=== block 1 ===
==> block_1/congestion.png <==
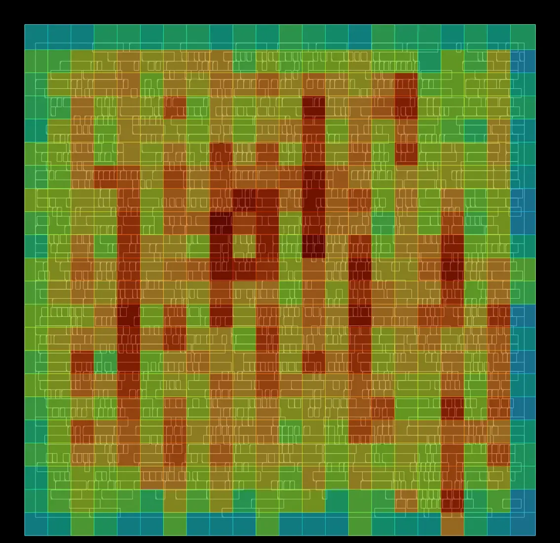

==> config.mk <==
export PLATFORM = sky130hd
export DESIGN_NAME = alu_program_sequencer_flat
export DESIGN_NICKNAME = d
export VERILOG_FILES = /design/src/rtl/alu_seq_pkg.sv /design/src/rtl/alu_program_sequencer_if.sv /design/src/rtl/alu_seq_progmem.sv /design/src/rtl/alu_program_sequencer.sv /design/src/flat_wrapper.sv
export SDC_FILE = /design/constraint.sdc
export NUM_CORES = 1
export LEC_CHECK = 0
export ABC_AREA = 1
export CORE_MARGIN = 3
export CORE_UTILIZATION = 55
export DETAILED_ROUTE_END_ITERATION = 16
export GPL_ROUTABILITY_DRIVEN = 0
export PLACE_DENSITY_LB_ADDON = 0.08
export SLEW_MARGIN = 40
export SYNTH_ARGS = -nofsm -noshare
export SYNTH_HDL_FRONTEND = slang
export SYNTH_SLANG_ARGS = --single-unit
==> constraint.sdc <==
create_clock -name clk -period 3.41 [get_ports clk]
set_input_delay 1.023 -clock clk [delete_from_list [all_inputs] [get_ports clk]]
set_output_delay 1.023 -clock clk [all_outputs]
set_load 0.01 [all_outputs]
==> src/rtl/alu_seq_pkg.sv <==
// ============================================================================
// Module : alu_seq_pkg
// Brief  : Shared opcodes, state encoding and field widths for the ALU
//          program sequencer.
// Rev    : 1.0 - initial release
// ============================================================================
`default_nettype none

package alu_seq_pkg;

    localparam int ADDR_W  = 4;
    localparam int FIELD_W = 4;
    localparam int INSTR_W = 12;
    localparam int DEPTH   = 16;
    localparam int CNT_W   = 8;

    localparam logic [FIELD_W-1:0] OP_ADD       = 4'h0;
    localparam logic [FIELD_W-1:0] OP_SUB       = 4'h1;
    localparam logic [FIELD_W-1:0] OP_REG_WRITE = 4'h8;
    localparam logic [FIELD_W-1:0] OP_ALU_LAST  = 4'hB;
    localparam logic [FIELD_W-1:0] OP_BRZ       = 4'hC;
    localparam logic [FIELD_W-1:0] OP_JMP       = 4'hD;
    localparam logic [FIELD_W-1:0] OP_NOP       = 4'hE;
    localparam logic [FIELD_W-1:0] OP_HALT      = 4'hF;

    localparam logic [INSTR_W-1:0] INSTR_HALT = 12'hF00;

    typedef enum logic [1:0] {
        ST_IDLE  = 2'd0,
        ST_ISSUE = 2'd1,
        ST_WAIT  = 2'd2,
        ST_DONE  = 2'd3
    } seq_state_e;

    typedef struct packed {
        logic [FIELD_W-1:0] op;
        logic [FIELD_W-1:0] b;
        logic [FIELD_W-1:0] a;
    } instr_t;

    function automatic logic is_alu_op(input logic [FIELD_W-1:0] op);
        return (op <= OP_ALU_LAST);
    endfunction

endpackage

`default_nettype wire

==> src/rtl/alu_program_sequencer_if.sv <==
// ============================================================================
// Module : alu_program_sequencer_if
// Brief  : Host-side program/control bus and ALU-side drive/status bundle.
// Rev    : 1.0 - initial release
// ============================================================================
`default_nettype none

interface alu_program_sequencer_if;
    logic        ena;
    logic        load_en;
    logic [3:0]  load_addr;
    logic [11:0] load_data;
    logic        start;
    logic        busy;
    logic        done;
    logic        aborted;
    logic [3:0]  pc;
    logic [7:0]  alu_ui;
    logic [7:0]  alu_uio;
    logic [7:0]  alu_status;
    logic [3:0]  last_result;
    logic [3:0]  last_flags;

    modport slave (
        input  ena, load_en, load_addr, load_data, start, alu_status,
        output busy, done, aborted, pc, alu_ui, alu_uio, last_result, last_flags
    );

    modport master (
        output ena, load_en, load_addr, load_data, start, alu_status,
        input  busy, done, aborted, pc, alu_ui, alu_uio, last_result, last_flags
    );
endinterface

`default_nettype wire

==> src/rtl/alu_seq_progmem.sv <==
// ============================================================================
// Module : alu_seq_progmem
// Brief  : 16 x 12 program store, resets to HALT, one write / one comb read.
// Rev    : 1.0 - initial release
// ============================================================================
`default_nettype none

module alu_seq_progmem
    import alu_seq_pkg::*;
(
    input  wire logic               clk,
    input  wire logic               rst_n,
    input  wire logic               wr_en,
    input  wire logic [ADDR_W-1:0]  wr_addr,
    input  wire logic [INSTR_W-1:0] wr_data,
    input  wire logic [ADDR_W-1:0]  rd_addr,
    output logic      [INSTR_W-1:0] rd_data
);

    logic [INSTR_W-1:0] mem_q [DEPTH];
    logic [INSTR_W-1:0] mem_d [DEPTH];

    always_comb begin
        mem_d = mem_q;
        if (wr_en) begin
            mem_d[wr_addr] = wr_data;
        end
    end

    always_ff @(posedge clk or negedge rst_n) begin
        if (!rst_n) begin
            for (int i = 0; i < DEPTH; i++) begin
                mem_q[i] <= INSTR_HALT;
            end
        end else begin
            mem_q <= mem_d;
        end
    end

    assign rd_data = mem_q[rd_addr];

endmodule

`default_nettype wire

==> src/rtl/alu_program_sequencer.sv <==
// ============================================================================
// Module : alu_program_sequencer
// Brief  : Steps a stored micro-program through the tiny 4-bit ALU.
// Rev    : 1.0 - initial release
// ============================================================================
`default_nettype none

module alu_program_sequencer
    import alu_seq_pkg::*;
#(
    parameter int ALU_LATENCY = 2,
    parameter int MAX_STEPS   = 255
) (
    input wire logic                 clk,
    input wire logic                 rst_n,
    alu_program_sequencer_if.slave   bus
);

    localparam logic [CNT_W-1:0]  STEP_LIMIT = CNT_W'(MAX_STEPS);
    localparam logic [CNT_W-1:0]  LAT_LOAD   = CNT_W'(ALU_LATENCY);
    localparam logic [CNT_W-1:0]  CNT_ONE    = CNT_W'(1);
    localparam logic [ADDR_W-1:0] PC_ONE     = ADDR_W'(1);

    seq_state_e         state_q, state_d;
    logic [ADDR_W-1:0]  pc_q, pc_d;
    logic [CNT_W-1:0]   step_q, step_d;
    logic [CNT_W-1:0]   wait_q, wait_d;
    logic               aborted_q, aborted_d;
    logic               done_q, done_d;
    logic               busy_q, busy_d;
    logic [3:0]         result_q, result_d;
    logic [3:0]         flags_q, flags_d;
    logic [7:0]         alu_ui_q, alu_ui_d;
    logic [7:0]         alu_uio_q, alu_uio_d;
    logic [FIELD_W-1:0] ir_op_q, ir_op_d;
    logic [FIELD_W-1:0] ir_a_q, ir_a_d;

    logic               wr_en;
    logic [INSTR_W-1:0] rd_data;
    instr_t             nxt_instr;
    logic               drive_alu;

    assign wr_en = bus.load_en & bus.ena & (state_q == ST_IDLE);

    alu_seq_progmem u_progmem (
        .clk     (clk),
        .rst_n   (rst_n),
        .wr_en   (wr_en),
        .wr_addr (bus.load_addr),
        .wr_data (bus.load_data),
        .rd_addr (pc_d),
        .rd_data (rd_data)
    );

    // Fetch targets next cycle's pc; a same-cycle write to that slot is
    // forwarded so a load+start pair executes the freshly written word.
    assign nxt_instr = (wr_en && (bus.load_addr == pc_d)) ? instr_t'(bus.load_data)
                                                           : instr_t'(rd_data);

    always_comb begin
        state_d   = state_q;
        pc_d      = pc_q;
        step_d    = step_q;
        wait_d    = wait_q;
        aborted_d = aborted_q;
        result_d  = result_q;
        flags_d   = flags_q;
        if (bus.ena) begin
            case (state_q)
                ST_IDLE: begin
                    if (bus.start) begin
                        state_d   = ST_ISSUE;
                        pc_d      = '0;
                        step_d    = '0;
                        aborted_d = 1'b0;
                    end
                end
                ST_ISSUE: begin
                    if (step_q == STEP_LIMIT) begin
                        state_d   = ST_DONE;
                        aborted_d = 1'b1;
                    end else begin
                        step_d = step_q + CNT_ONE;
                        if (is_alu_op(ir_op_q)) begin
                            state_d = ST_WAIT;
                            wait_d  = LAT_LOAD;
                        end else begin
                            case (ir_op_q)
                                OP_BRZ:  pc_d = flags_q[3] ? ir_a_q : pc_q + PC_ONE;
                                OP_JMP:  pc_d = ir_a_q;
                                OP_NOP:  pc_d = pc_q + PC_ONE;
                                default: state_d = ST_DONE;
                            endcase
                        end
                    end
                end
                ST_WAIT: begin
                    wait_d = wait_q - CNT_ONE;
                    if (wait_d == '0) begin
                        result_d = bus.alu_status[3:0];
                        flags_d  = bus.alu_status[7:4];
                        pc_d     = pc_q + PC_ONE;
                        state_d  = ST_ISSUE;
                    end
                end
                default: state_d = ST_IDLE;
            endcase
        end else if (state_q == ST_WAIT) begin
            // ALU output reads 0 while disabled, so restart the latency window.
            wait_d = LAT_LOAD;
        end
    end

    always_comb begin
        done_d    = (state_d == ST_DONE);
        busy_d    = (state_d != ST_IDLE);
        ir_op_d   = nxt_instr.op;
        ir_a_d    = nxt_instr.a;
        drive_alu = (state_d == ST_WAIT) ||
                    ((state_d == ST_ISSUE) && is_alu_op(nxt_instr.op) && (step_d != STEP_LIMIT));
        alu_ui_d  = drive_alu ? {nxt_instr.b, nxt_instr.a} : 8'h00;
        alu_uio_d = drive_alu ? {4'h0, nxt_instr.op}       : {4'h0, OP_HALT};
    end

    always_ff @(posedge clk or negedge rst_n) begin
        if (!rst_n) begin
            state_q   <= ST_IDLE;
            pc_q      <= '0;
            step_q    <= '0;
            wait_q    <= '0;
            aborted_q <= 1'b0;
            done_q    <= 1'b0;
            busy_q    <= 1'b0;
            result_q  <= '0;
            flags_q   <= '0;
            alu_ui_q  <= 8'h00;
            alu_uio_q <= 8'h0F;
            ir_op_q   <= OP_HALT;
            ir_a_q    <= '0;
        end else begin
            state_q   <= state_d;
            pc_q      <= pc_d;
            step_q    <= step_d;
            wait_q    <= wait_d;
            aborted_q <= aborted_d;
            done_q    <= done_d;
            busy_q    <= busy_d;
            result_q  <= result_d;
            flags_q   <= flags_d;
            alu_ui_q  <= alu_ui_d;
            alu_uio_q <= alu_uio_d;
            ir_op_q   <= ir_op_d;
            ir_a_q    <= ir_a_d;
        end
    end

    assign bus.busy        = busy_q;
    assign bus.done        = done_q;
    assign bus.aborted     = aborted_q;
    assign bus.pc          = pc_q;
    assign bus.alu_ui      = alu_ui_q;
    assign bus.alu_uio     = alu_uio_q;
    assign bus.last_result = result_q;
    assign bus.last_flags  = flags_q;

endmodule

`default_nettype wire

==> src/flat_wrapper.sv <==
// flat-port wrapper written by rule: the top's interface ports become plain ports
module alu_program_sequencer_flat import alu_seq_pkg::*;
#(
    parameter int ALU_LATENCY = 2,
    parameter int MAX_STEPS   = 255
)
  (clk, rst_n, bus_ena, bus_load_en, bus_load_addr, bus_load_data, bus_start, bus_alu_status, bus_busy, bus_done, bus_aborted, bus_pc, bus_alu_ui, bus_alu_uio, bus_last_result, bus_last_flags);
  alu_program_sequencer_if bus_i ();
  input wire logic clk;
  input wire logic rst_n;
  input wire logic [$bits(bus_i.ena)-1:0] bus_ena;
  input wire logic [$bits(bus_i.load_en)-1:0] bus_load_en;
  input wire logic [$bits(bus_i.load_addr)-1:0] bus_load_addr;
  input wire logic [$bits(bus_i.load_data)-1:0] bus_load_data;
  input wire logic [$bits(bus_i.start)-1:0] bus_start;
  input wire logic [$bits(bus_i.alu_status)-1:0] bus_alu_status;
  output wire logic [$bits(bus_i.busy)-1:0] bus_busy;
  output wire logic [$bits(bus_i.done)-1:0] bus_done;
  output wire logic [$bits(bus_i.aborted)-1:0] bus_aborted;
  output wire logic [$bits(bus_i.pc)-1:0] bus_pc;
  output wire logic [$bits(bus_i.alu_ui)-1:0] bus_alu_ui;
  output wire logic [$bits(bus_i.alu_uio)-1:0] bus_alu_uio;
  output wire logic [$bits(bus_i.last_result)-1:0] bus_last_result;
  output wire logic [$bits(bus_i.last_flags)-1:0] bus_last_flags;
  assign bus_i.ena = bus_ena;
  assign bus_i.load_en = bus_load_en;
  assign bus_i.load_addr = bus_load_addr;
  assign bus_i.load_data = bus_load_data;
  assign bus_i.start = bus_start;
  assign bus_i.alu_status = bus_alu_status;
  assign bus_busy = bus_i.busy;
  assign bus_done = bus_i.done;
  assign bus_aborted = bus_i.aborted;
  assign bus_pc = bus_i.pc;
  assign bus_alu_ui = bus_i.alu_ui;
  assign bus_alu_uio = bus_i.alu_uio;
  assign bus_last_result = bus_i.last_result;
  assign bus_last_flags = bus_i.last_flags;
  alu_program_sequencer #(.ALU_LATENCY(ALU_LATENCY), .MAX_STEPS(MAX_STEPS)) u_core (.clk(clk), .rst_n(rst_n), .bus(bus_i));
endmodule
=== block 2 ===
===== config.mk =====
export PLATFORM = sky130hd
export DESIGN_NAME = instr_fetch_unit
export DESIGN_NICKNAME = d
export VERILOG_FILES = /design/src/rtl/fetch_pkg.sv /design/src/rtl/fetch_buffer.sv /design/src/rtl/instr_fetch_unit.sv
export SDC_FILE = /design/constraint.sdc
export NUM_CORES = 1
export LEC_CHECK = 0
export ABC_AREA = 1
export CORE_ASPECT_RATIO = 1.1
export CORE_MARGIN = 2
export CORE_UTILIZATION = 54
export CTS_BUF_LIST = sky130_fd_sc_hd__clkbuf_4 sky130_fd_sc_hd__clkbuf_8 sky130_fd_sc_hd__clkbuf_16
export DETAILED_ROUTE_END_ITERATION = 12
export GPL_TIMING_DRIVEN = 0
export PLACE_DENSITY = 0.95
export SYNTH_ARGS = -nofsm -noshare
export SYNTH_HDL_FRONTEND = slang
export SYNTH_SLANG_ARGS = --single-unit
export TNS_END_PERCENT = 5

===== constraint.sdc =====
create_clock -name clk -period 6.9 [get_ports clk]
set_clock_uncertainty 0.1 [all_clocks]
set_input_delay 2.07 -clock clk [delete_from_list [all_inputs] [get_ports clk]]
set_output_delay 2.07 -clock clk [all_outputs]
set_load 0.005 [all_outputs]

===== src/rtl/fetch_pkg.sv =====
// Shared types and defaults for the instruction fetch unit.
package fetch_pkg;

  localparam int unsigned AW_DEF    = 8;
  localparam int unsigned IW_DEF    = 16;
  localparam int unsigned DEPTH_DEF = 2;

  localparam logic [AW_DEF-1:0] RESET_PC_DEF = 8'h00;

  typedef enum logic [1:0] {
    ST_IDLE   = 2'd0,
    ST_FETCH  = 2'd1,
    ST_HALTED = 2'd2
  } fetch_state_t;

endpackage


===== src/rtl/fetch_buffer.sv =====
// Prefetch FIFO holding {pc, instr} pairs; flush overrides push and pop.
module fetch_buffer
  import fetch_pkg::*;
#(
  parameter int unsigned W     = AW_DEF + IW_DEF,
  parameter int unsigned DEPTH = DEPTH_DEF,
  parameter int unsigned CW    = $clog2(DEPTH) + 1
) (
  input  logic          clk,
  input  logic          rst,
  input  logic          i_flush,
  input  logic          i_push,
  input  logic          i_pop,
  input  logic [W-1:0]  i_data,
  output logic [W-1:0]  o_head,
  output logic [CW-1:0] o_count,
  output logic          o_full,
  output logic          o_empty
);

  localparam int unsigned PW = $clog2(DEPTH);

  logic [W-1:0]  r_mem [DEPTH];
  logic [PW-1:0] r_wp;
  logic [PW-1:0] r_rp;
  logic [CW-1:0] r_count;
  logic          w_push;
  logic          w_pop;

  // A push into a full buffer is only legal when the head leaves the same cycle.
  assign w_pop  = i_pop && !o_empty;
  assign w_push = i_push && (!o_full || w_pop);

  assign o_head  = r_mem[r_rp];
  assign o_count = r_count;
  assign o_empty = (r_count == '0);
  assign o_full  = (r_count == CW'(DEPTH));

  // Storage, pointers and occupancy.
  always_ff @(posedge clk) begin
    if (rst) begin
      r_wp    <= '0;
      r_rp    <= '0;
      r_count <= '0;
      for (int i = 0; i < int'(DEPTH); i++) begin
        r_mem[i] <= '0;
      end
    end else if (i_flush) begin
      r_wp    <= '0;
      r_rp    <= '0;
      r_count <= '0;
    end else begin
      if (w_push) begin
        r_mem[r_wp] <= i_data;
        r_wp        <= r_wp + PW'(1);
      end
      if (w_pop) begin
        r_rp <= r_rp + PW'(1);
      end
      case ({w_push, w_pop})
        2'b10:   r_count <= r_count + CW'(1);
        2'b01:   r_count <= r_count - CW'(1);
        default: r_count <= r_count;
      endcase
    end
  end

endmodule


===== src/rtl/instr_fetch_unit.sv =====
// Instruction fetch unit: owns the pc, drives the instruction memory address,
// buffers returned words and hands them to decode with valid/ready.
// Optional macro FETCH_WRAP_TRAP_EN: halt and flag wrap_err after fetching
// the last address instead of silently wrapping the pc.
module instr_fetch_unit
  import fetch_pkg::*;
#(
  parameter int unsigned   AW       = AW_DEF,
  parameter int unsigned   IW       = IW_DEF,
  parameter int unsigned   DEPTH    = DEPTH_DEF,
  parameter logic [AW-1:0] RESET_PC = AW'(RESET_PC_DEF)
) (
  input  logic          clk,
  input  logic          rst,
  input  logic          start,
  input  logic          halt,
  input  logic          br_taken,
  input  logic [AW-1:0] br_target,
  output logic [AW-1:0] PCa,
  input  logic [IW-1:0] Oi,
  output logic [IW-1:0] instr,
  output logic [AW-1:0] instr_pc,
  output logic          instr_valid,
  input  logic          instr_ready,
  output logic          fetching
`ifdef FETCH_WRAP_TRAP_EN
  ,
  output logic          wrap_err
`endif
);

  localparam int unsigned CW = $clog2(DEPTH) + 1;
  localparam int unsigned EW = AW + IW;

  fetch_state_t  r_state;
  logic [AW-1:0] r_pc;
  logic          w_pop;
  logic          w_push;
  logic          w_room;
  logic          w_start;
  logic          w_full;
  logic          w_empty;
  logic [CW-1:0] w_count;
  logic [EW-1:0] w_head;

`ifdef FETCH_WRAP_TRAP_EN
  logic r_wrap_err;

  assign wrap_err = r_wrap_err;
  assign w_start  = start && !r_wrap_err;
`else
  assign w_start  = start;
`endif

  // Fetch handshake: memory is combinational, so a push captures Oi for the current pc.
  assign w_pop  = !w_empty && instr_ready;
  assign w_room = (w_count < CW'(DEPTH)) || w_pop;
  assign w_push = (r_state == ST_FETCH) && !br_taken && w_room;

  assign PCa         = r_pc;
  assign instr       = w_head[IW-1:0];
  assign instr_pc    = w_head[EW-1:IW];
  assign instr_valid = !w_empty;
  assign fetching    = (r_state == ST_FETCH);

  fetch_buffer #(
    .W     (EW),
    .DEPTH (DEPTH),
    .CW    (CW)
  ) u_buf (
    .clk     (clk),
    .rst     (rst),
    .i_flush (br_taken),
    .i_push  (w_push),
    .i_pop   (w_pop),
    .i_data  ({r_pc, Oi}),
    .o_head  (w_head),
    .o_count (w_count),
    .o_full  (w_full),
    .o_empty (w_empty)
  );

  // pc and control FSM; a redirect replaces the pc and freezes the state for that cycle.
  always_ff @(posedge clk) begin
    if (rst) begin
      r_pc    <= RESET_PC;
      r_state <= ST_IDLE;
`ifdef FETCH_WRAP_TRAP_EN
      r_wrap_err <= 1'b0;
`endif
    end else if (br_taken) begin
      r_pc <= br_target;
`ifdef FETCH_WRAP_TRAP_EN
      r_wrap_err <= 1'b0;
`endif
    end else begin
      if (w_push) begin
        r_pc <= r_pc + AW'(1);
      end
      case (r_state)
        ST_IDLE, ST_HALTED: if (w_start && !halt) r_state <= ST_FETCH;
        ST_FETCH:           if (halt) r_state <= ST_HALTED;
        default:            r_state <= ST_IDLE;
      endcase
`ifdef FETCH_WRAP_TRAP_EN
      if (w_push && (r_pc == '1)) begin
        r_state    <= ST_HALTED;
        r_wrap_err <= 1'b1;
      end
`endif
    end
  end

  // Full flag and occupancy count must always agree.
  assert property (@(posedge clk) disable iff (rst) w_full == (w_count == CW'(DEPTH)));

endmodule


=== block 3 ===
$ cat src/rtl/alu_issue_ctrl.sv
// Multi-cycle issue controller for the Alu: accepts one instruction, reads two
// source registers, drives the Alu operands, and writes the result back.
module alu_issue_ctrl #(
   parameter int DATA_WIDTH     = 32,
   parameter int REG_ADDR_WIDTH = 5,
   parameter int COUNT_WIDTH    = 16
) (
   input  logic                      clk,
   input  logic                      resetN,
   input  logic [31:0]               instr,
   input  logic                      instrValid,
   output logic                      instrReady,
   output logic [REG_ADDR_WIDTH-1:0] rsAddr,
   output logic [REG_ADDR_WIDTH-1:0] rtAddr,
   input  logic [DATA_WIDTH-1:0]     rsData,
   input  logic [DATA_WIDTH-1:0]     rtData,
   output logic [DATA_WIDTH-1:0]     operand1,
   output logic [DATA_WIDTH-1:0]     operand2,
   output logic [5:0]                opCode,
   input  logic [DATA_WIDTH-1:0]     result,
   output logic                      wrEn,
   output logic [REG_ADDR_WIDTH-1:0] wrAddr,
   output logic [DATA_WIDTH-1:0]     wrData,
   output logic                      illegal,
   output logic [COUNT_WIDTH-1:0]    retireCount
);

   typedef enum logic [1:0] {S_IDLE, S_READ, S_EXEC, S_WB} state_t;

   typedef enum logic [5:0] {
      OP_ADD = 6'd0,
      OP_SUB = 6'd1,
      OP_AND = 6'd2,
      OP_OR  = 6'd3,
      OP_SLT = 6'd4
   } alu_op_t;

   state_t                    state_q, state_d;
   alu_op_t                   op_q, dec_op;
   logic                      imm_sel_q, dec_imm;
   logic                      dec_legal;
   logic [REG_ADDR_WIDTH-1:0] dec_dst;
   logic [REG_ADDR_WIDTH-1:0] rs_q, rt_q;
   logic [15:0]               imm_q;
   logic                      accept;

   assign instrReady = (state_q == S_IDLE);
   assign accept     = instrValid && instrReady;
   assign rsAddr     = rs_q;
   assign rtAddr     = rt_q;
   // Combinational so an asynchronous reset during WB removes the strobe at once.
   assign wrEn       = (state_q == S_WB) && (wrAddr != '0);

   // NOTE: every output of a combinational block gets a default first so no latch is inferred.
   always_comb begin
      dec_legal = 1'b0;
      dec_op    = OP_ADD;
      dec_imm   = 1'b0;
      dec_dst   = REG_ADDR_WIDTH'(instr[15:11]);
      unique case (instr[31:26])
         6'h00: begin
            dec_legal = 1'b1;
            unique case (instr[5:0])
               6'h20:   dec_op = OP_ADD;
               6'h22:   dec_op = OP_SUB;
               6'h24:   dec_op = OP_AND;
               6'h25:   dec_op = OP_OR;
               6'h2A:   dec_op = OP_SLT;
               default: dec_legal = 1'b0;
            endcase
         end
         6'h08: begin
            dec_legal = 1'b1;
            dec_imm   = 1'b1;
            dec_dst   = REG_ADDR_WIDTH'(instr[20:16]);
         end
         default: dec_legal = 1'b0;
      endcase
   end

   always_comb begin
      state_d = state_q;
      unique case (state_q)
         S_IDLE:  if (accept && dec_legal) state_d = S_READ;
         S_READ:  state_d = S_EXEC;
         S_EXEC:  state_d = S_WB;
         S_WB:    state_d = S_IDLE;
         default: state_d = S_IDLE;
      endcase
   end

   // NOTE: sequential state uses non-blocking assignments so every register samples pre-edge values.
   always_ff @(posedge clk or negedge resetN) begin
      if (!resetN) begin
         state_q     <= S_IDLE;
         op_q        <= OP_ADD;
         imm_sel_q   <= 1'b0;
         rs_q        <= '0;
         rt_q        <= '0;
         imm_q       <= '0;
         wrAddr      <= '0;
         operand1    <= '0;
         operand2    <= '0;
         opCode      <= '0;
         wrData      <= '0;
         illegal     <= 1'b0;
         retireCount <= '0;
      end else begin
         state_q <= state_d;
         illegal <= accept && !dec_legal;
         if (accept && dec_legal) begin
            op_q      <= dec_op;
            imm_sel_q <= dec_imm;
            rs_q      <= REG_ADDR_WIDTH'(instr[25:21]);
            rt_q      <= REG_ADDR_WIDTH'(instr[20:16]);
            imm_q     <= instr[15:0];
            wrAddr    <= dec_dst;
         end
         // Operands and opcode change only on the READ->EXEC edge and hold otherwise.
         if (state_q == S_READ) begin
            operand1 <= rsData;
            operand2 <= imm_sel_q ? {{(DATA_WIDTH-16){imm_q[15]}}, imm_q} : rtData;
            opCode   <= op_q;
         end
         if (state_q == S_EXEC) wrData <= result;
         if (state_q == S_WB) retireCount <= retireCount + COUNT_WIDTH'(1);
      end
   end

endmodule
$ cat config.mk
export PLATFORM = sky130hd
export DESIGN_NAME = alu_issue_ctrl
export DESIGN_NICKNAME = d
export VERILOG_FILES = /design/src/rtl/alu_issue_ctrl.sv
export SDC_FILE = /design/constraint.sdc
export NUM_CORES = 1
export LEC_CHECK = 0
export CAP_MARGIN = 20
export CELL_PAD_IN_SITES_DETAIL_PLACEMENT = 0
export CELL_PAD_IN_SITES_GLOBAL_PLACEMENT = 1
export CORE_ASPECT_RATIO = 0.7
export CORE_MARGIN = 3
export CORE_UTILIZATION = 33
export CTS_CLUSTER_DIAMETER = 60
export DETAILED_ROUTE_END_ITERATION = 8
export PLACE_DENSITY = 0.84
export SYNTH_ARGS = -nofsm -noshare
export SYNTH_HDL_FRONTEND = slang
export SYNTH_SLANG_ARGS = --single-unit
$ cat constraint.sdc
create_clock -name clk -period 2.1 [get_ports clk]
set_input_delay 0.315 -clock clk [delete_from_list [all_inputs] [get_ports clk]]
set_output_delay 0.315 -clock clk [all_outputs]
set_load 0.05 [all_outputs]
=== block 4 ===
==> src/rtl/cpu_io_pkg.sv <==
// Byte type and width constant shared by the cpu input and output FIFOs.
// Also provides a saturating byte increment used by the drop counter.
package cpu_io_pkg;

    localparam int CPU_BYTE_W = 8;

    typedef logic [CPU_BYTE_W-1:0] byte_t;

    function automatic byte_t sat_inc(input byte_t value);
        return (value == '1) ? value : value + byte_t'(1);
    endfunction

endpackage

==> src/rtl/cpu_input_fifo_ram.sv <==
// Simple dual-port RAM for the cpu input FIFO.
// It has one write port and one read port, and the read port is registered (read-before-write).
module fifo_ram #(
    parameter int ADDR_W = 4,
    parameter int DATA_W = 8
) (
    input  logic              clk,
    input  logic              rst_n,
    input  logic              wr_en,
    input  logic [ADDR_W-1:0] wr_addr,
    input  logic [DATA_W-1:0] wr_data,
    input  logic [ADDR_W-1:0] rd_addr,
    output logic [DATA_W-1:0] rd_data
);

    logic [DATA_W-1:0] mem [2**ADDR_W];

    // NOTE: the storage array has no reset so it can map onto RAM macros; only the read register is reset.
    always_ff @(posedge clk) begin
        if (wr_en) begin
            mem[wr_addr] <= wr_data;
        end
    end

    // NOTE: non-blocking assignment gives the old contents on a same-address read and write.
    always_ff @(posedge clk or negedge rst_n) begin
        if (!rst_n) begin
            rd_data <= '0;
        end else begin
            rd_data <= mem[rd_addr];
        end
    end

endmodule

==> src/rtl/cpu_input_fifo.sv <==
// Show-ahead byte FIFO in front of the cpu input port. It holds the pointers, count, flags and head bypass.
// Defining CPU_INPUT_FIFO_DROP_CNT_EN adds a saturating drop_count output.
module cpu_input_fifo
    import cpu_io_pkg::*;
#(
    parameter int ADDR_W = 4,
    parameter int DATA_W = CPU_BYTE_W
) (
    input  logic              clk,
    input  logic              rst_n,
    input  logic [DATA_W-1:0] wr_data,
    input  logic              wr_en,
    input  logic              flush,
    input  logic              ovf_clr,
    output logic [DATA_W-1:0] data_in,
    output logic              data_available,
    input  logic              data_read,
    output logic              full,
    output logic [ADDR_W:0]   count,
    output logic              overflow
`ifdef CPU_INPUT_FIFO_DROP_CNT_EN
    ,
    output logic [7:0]        drop_count
`endif
);

    localparam logic [ADDR_W:0]   DEPTH_CNT = (ADDR_W+1)'(2**ADDR_W);
    localparam logic [ADDR_W:0]   CNT_ONE   = (ADDR_W+1)'(1);
    localparam logic [ADDR_W-1:0] PTR_ONE   = ADDR_W'(1);

    logic [ADDR_W-1:0] wr_ptr, rd_ptr;
    logic [ADDR_W-1:0] wr_ptr_next, rd_ptr_next;
    logic [ADDR_W:0]   count_next;
    logic              push, pop, drop;
    logic [DATA_W-1:0] ram_rd_data;
    logic [DATA_W-1:0] bypass_data;
    logic              bypass_sel;

    always_comb begin
        // NOTE: every output of this block gets a default first, so no path can infer a latch.
        push        = 1'b0;
        pop         = 1'b0;
        drop        = 1'b0;
        wr_ptr_next = wr_ptr;
        rd_ptr_next = rd_ptr;
        count_next  = count;
        if (flush) begin
            wr_ptr_next = '0;
            rd_ptr_next = '0;
            count_next  = '0;
        end else begin
            // When the FIFO is full, a pop is always valid, so a concurrent push frees its own slot.
            pop  = data_read && data_available;
            push = wr_en && (!full || data_read);
            drop = wr_en && full && !data_read;
            if (pop) begin
                rd_ptr_next = rd_ptr + PTR_ONE;
            end
            if (push) begin
                wr_ptr_next = wr_ptr + PTR_ONE;
            end
            case ({push, pop})
                2'b10:   count_next = count + CNT_ONE;
                2'b01:   count_next = count - CNT_ONE;
                default: count_next = count;
            endcase
        end
    end

    fifo_ram #(
        .ADDR_W (ADDR_W),
        .DATA_W (DATA_W)
    ) u_ram (
        .clk     (clk),
        .rst_n   (rst_n),
        .wr_en   (push),
        .wr_addr (wr_ptr),
        .wr_data (wr_data),
        .rd_addr (rd_ptr_next),
        .rd_data (ram_rd_data)
    );

    always_ff @(posedge clk or negedge rst_n) begin
        if (!rst_n) begin
            wr_ptr         <= '0;
            rd_ptr         <= '0;
            count          <= '0;
            full           <= 1'b0;
            data_available <= 1'b0;
            overflow       <= 1'b0;
            bypass_sel     <= 1'b0;
            bypass_data    <= '0;
        end else begin
            wr_ptr         <= wr_ptr_next;
            rd_ptr         <= rd_ptr_next;
            count          <= count_next;
            full           <= (count_next == DEPTH_CNT);
            data_available <= (count_next != '0);
            if (drop) begin
                overflow <= 1'b1;
            end else if (ovf_clr) begin
                overflow <= 1'b0;
            end
            // The RAM read returns stale data when this edge writes the new head slot, so the written byte is forwarded.
            bypass_sel  <= push && (wr_ptr == rd_ptr_next);
            bypass_data <= wr_data;
        end
    end

    assign data_in = bypass_sel ? bypass_data : ram_rd_data;

`ifdef CPU_INPUT_FIFO_DROP_CNT_EN
    always_ff @(posedge clk or negedge rst_n) begin
        if (!rst_n) begin
            drop_count <= '0;
        end else if (drop) begin
            drop_count <= ovf_clr ? 8'd1 : sat_inc(drop_count);
        end else if (ovf_clr) begin
            drop_count <= '0;
        end
    end
`endif

endmodule

==> config.mk <==
export PLATFORM = sky130hd
export DESIGN_NAME = cpu_input_fifo
export DESIGN_NICKNAME = d
export VERILOG_FILES = /design/src/rtl/cpu_io_pkg.sv /design/src/rtl/cpu_input_fifo_ram.sv /design/src/rtl/cpu_input_fifo.sv
export SDC_FILE = /design/constraint.sdc
export NUM_CORES = 1
export LEC_CHECK = 0
export ABC_AREA = 1
export CAP_MARGIN = 10
export CORE_UTILIZATION = 56
export CTS_BUF_LIST = sky130_fd_sc_hd__clkbuf_8 sky130_fd_sc_hd__clkbuf_16
export CTS_CLUSTER_DIAMETER = 120
export CTS_CLUSTER_SIZE = 16
export DETAILED_ROUTE_END_ITERATION = 6
export PLACE_DENSITY = 0.74
export SLEW_MARGIN = 20
export SYNTH_ARGS = -nofsm -noshare
export SYNTH_HDL_FRONTEND = slang
export SYNTH_SLANG_ARGS = --single-unit
==> constraint.sdc <==
create_clock -name clk -period 2.4 [get_ports clk]
set_input_delay 0.24 -clock clk [delete_from_list [all_inputs] [get_ports clk]]
set_output_delay 0.24 -clock clk [all_outputs]
set_load 0.03 [all_outputs]
==> block_3/cell_density.png <==
Drawn at 2 px/um. 17 x 12 tiles, from black (low) to pale yellow (high), 0 to 100% covered.
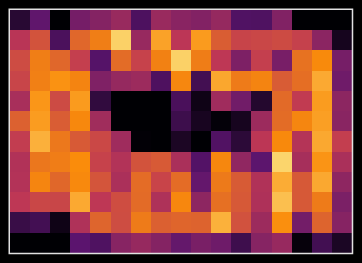
mean over tiles: 46%
tiles over 75% full: 11%
fullest tile: 91%
nearly empty tiles: 8.8%
emptiest ninth of the die: center

==> run summary, block 3 <==
fresh numbers from the pnr run: status finished clean, Worst Path Arrival roughly 1700 ps, Avg Cell Area, Syn about 13 um^2, switching power about 7500 uW, tool warning count 29, Synth Cell Area 6275 um^2, overall power between 15,000 and 20,000 uW, Crit. End Element primary output, RSZ-0062 raised after global routing false, most numerous cell in the Yosys netlist dfrtp_1, WHS between 300 and 400 ps, ys cells approximately 470, WL met3 approximately 1.4 mm, GR Util met3 about 5.6%, core area between 15,000 and 20,000 um^2, Die Ht ~120 um, Setup Skew 6.291 ps, largest registers operand1 (32), operand2 (32), wrData (32), number of signal-net inverters in the final layout 4, yosys simple share 6.241%, Worst Setup Slack, final about 57 ps, slowest cell delay on critical path ~530 ps, final net count slightly below 900, flop share of the area 38.96%
==> block 3: worst paths after layout <==
check,start,to,slack (ps),cells past startpoint
setup reg to reg,state_q[1]$_DFFE_PN0P_,imm_q[11]$_DFFE_PN0P_,300,6
max in group asynchronous,resetN,op_q[1]$_DFFE_PN0P_,990,3
min in group clk,retireCount[15]$_DFFE_PN0P_,retireCount[15]$_DFFE_PN0P_,480,1
hold reg to reg,retireCount[15]$_DFFE_PN0P_,retireCount[15]$_DFFE_PN0P_,480,1
setup / recovery,wrAddr[3]$_DFFE_PN0P_,wrEn,60,3
hold / removal,resetN,operand2[3]$_DFFE_PN0N_,380,2
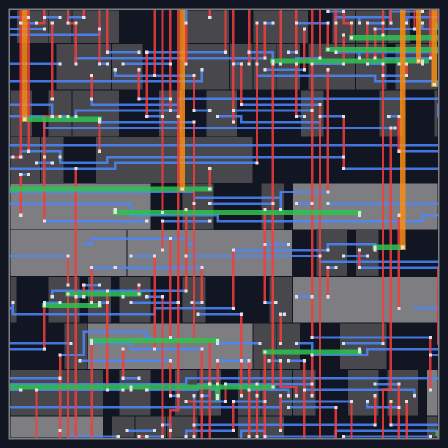
(block_1/detail.png)
Region (64, 64) to (89, 89) um. Cells in gray, sequential cells in the stronger gray; small squares are vias.
| layer | color |
|---|---|
| metal 2 | red |
| metal 1 | blue |
| metal 4 | orange |
| metal 3 | green |
sequential cells in the window: 6
most frequent: nand2_1 (15), o21ai_0 (9), buf_4 (7)
netlist names of flops here include: u_core.u_progmem.mem_q (6)
cells with their middle in the window: 55

About block_1/congestion.png:
final core utilization: 67.51%
GR Util met3: 4.289%

==> run summary, block 1 <==
fresh numbers from the pnr run: register clock-pin slew on the reported worst setup and hold paths 60 ps, Num Clock Sinks 245, status finished clean, flop count 245, Avg Cell Area, Syn ~8.2 um^2, Synth async-reset ratio 100.0%, non-filler cells, final between 1.5k and 2k, Die W around 150 um, Top cell excl fill/tap nand2_1, Max Cap Viol 0, H-tree depth 1, fp util 57.14%, sink of the worst hold path u_core.u_progmem.mem_q[135]$_DFFE_PN0P_, Post-CTS Setup Bufs 0, setup TNS 0 ps, wire length of the first global-routing pass a little over 50 mm, PwrDens 852.9 nW/um^2, Met2 Wirelength about 14 mm, drt total wl ~32 mm, R2R depth 22, largest fanout on the critical path 7, initial antenna violation count 0
block 1: flip-flops by register name, indices dropped and copies added (netlist names):
register                count
u_core.bus.alu_uio          4
u_core.ir_a_q               4
u_core.ir_op_q              4
u_core.u_progmem.mem_q    192
u_core.bus.pc               4
u_core.state_q              2
u_core.bus.busy             1
u_core.bus.last_result      4
u_core.bus.alu_ui           8
u_core.bus.aborted          1
u_core.wait_q               8
u_core.bus.done             1
u_core.step_q               8
u_core.bus.last_flags       4
block 1: report_power, final:
group / switching (uW) / internal, uW / total (uW)
Combinational: 2830 / 1890 / 4710
Clock: 1110 / 1620 / 2730
Sequential: 461 / 3980 / 4440
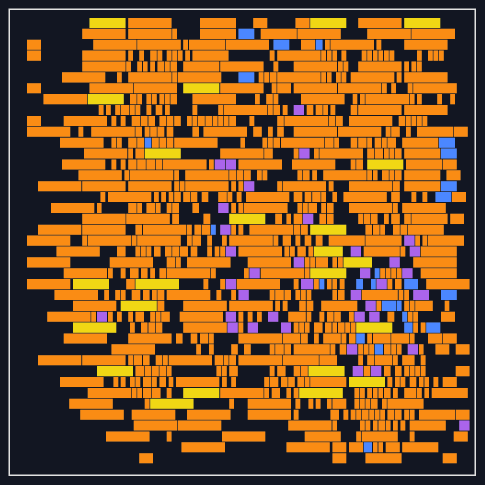
(block_4/sizes.png)
Drawn at 4 px/um.
| size | color | cells |
|---|---|---|
| _6 and larger | yellow | 23 |
| _2 cells | blue | 24 |
| _3 and _4 cells | purple | 37 |
| _0 and _1 cells | orange | 706 |
Worst Setup Slack, final: 116.8 ps
design area: 8533 um^2
Non-CTS buffers: 64
Layout area overhead: 16.98%

==> run summary, block 4 <==
fresh numbers from the pnr run: most numerous cell in the Yosys netlist nand2_1, Post-synth seq share between 60% and 70%, Post-CTS Hold Buffers 0, fp util between 50% and 60%, Top power group sequential cells, Final Slew Violations 0, DRC 0, routed via count about 5.4k, crit path kind reg -> out, # diodes 0, wire length of the first global-routing pass 26.52 mm, DR WL/cell between 15 and 20 um, Net Count, Synth 749, clock buffer count from CTS 17, Avg Cell Area, Syn roughly 10 um^2, YS chip area about 7300 um^2, sequential fraction of design power roughly two fifths, multiplexer share of the synthesized area 1.235%, Largest logic family simple AND/OR/NAND/NOR gates, status finished clean, max reg flops 128
## block 4: layer usage
layer	vias to the layer above	track usage, %	part of all wire (%)
met5	-	0	0
met4	0	16.24	3.8
met3	51	6.383	7.8
met2	269	44.17	48
met1	2559	33.86	41
li1	2504	-	-
## block 4: cell type report
| type | count | area [um^2] |
|---|---|---|
| clock inverters | 15 | 177.7 |
| clock buffers | 17 | 425.4 |
| flip-flops and latches | 161 | 4669 |
| repair buffers | 64 | 578.1 |
| well taps | 172 | 215.2 |
| inverters | 143 | 536.8 |
| fillers | 944 | 4138 |
| multi-input cells | 390 | 1931 |
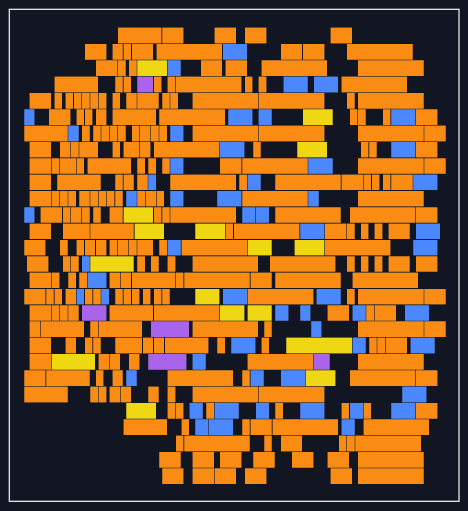
(block_2/sizes.png)
Drawn at 6 px/um.
| size | color | cells |
|---|---|---|
| _3 and _4 cells | purple | 5 |
| _6 and larger | yellow | 16 |
| _0 and _1 cells | orange | 281 |
| _2 cells | blue | 56 |
Layout area overhead: 30.05%
Non-CTS buffers: 71

==> run summary, block 2 <==
fresh numbers from the pnr run: status finished clean, chip area between 6000 and 7000 um^2, Top Layout Cells clkdlybuf4s50_1, edfxtp_1, nand2_1, nor2_1, inv_1, Comb gate area just over 1000 um^2, # IOs roughly 64, most frequent CP cell nand2_1, WHS roughly 360 ps, final net count 385, Met2 Wirelength ~2.9 mm, Post-synth seq share roughly three fifths, routed via count about 2.1k, Hold Vio Cnt, Final 0, Worst path slowest cell nand2_1, largest fanout on the critical path 24, cell area after placement around 3700 um^2, share of post-route cells with drive strength above 1 between 20% and 30%, R2R depth 7, Max Used Layer met4, design area between 3000 and 4000 um^2, launch point of the worst reg-to-reg path r_state[0]$_SDFFE_PP0P_, R2R Setup Slk 4480 ps, P_leak approximately 0.0016 uW, Row Count 28, Worst R2R End u_buf.r_mem[0][7]$_SDFFCE_PN0P_, GR Util met3 slightly below 7%, mi-comb count between 150 and 200, Setup crit start kind input pin, Post-CTS Setup Bufs 0, Cell Type Count 24
## block 2: registers in the layout, summed over array words and instances (netlist names), named ones only
register       count
r_state            2
u_buf.r_rp         1
PCa                8
u_buf.r_wp         1
u_buf.r_mem       48
u_buf.o_count      2
## block 2: where the power goes
group | internal, uW | leakage, uW | switching, uW
logic | 48.1 | 0.000849 | 40.6
registers | 424 | 0.000619 | 7.74
clock network | 172 | 0.000101 | 132
total | 644 | 0.00157 | 180


## Gallery

Met2 routing.
image #1
Drawn at 2 px/um.
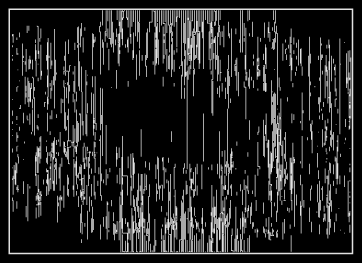
image #2
Drawn at 3 px/um.
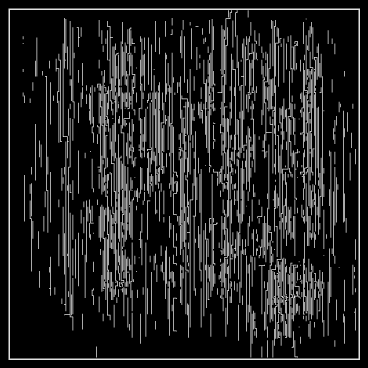
image #3
Drawn at 2 px/um.
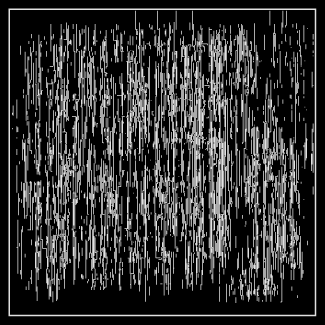
image #4
Drawn at 4 px/um.
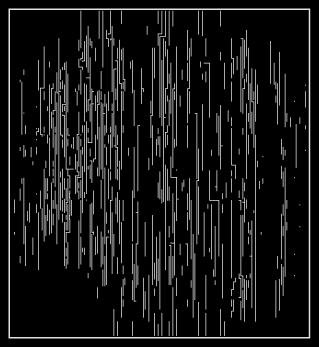
- block 3 = image #1
- block 4 = image #2
- block 1 = image #3
- block 2 = image #4
- smallest die: image #4

Power and IR drop assume default switching activity.
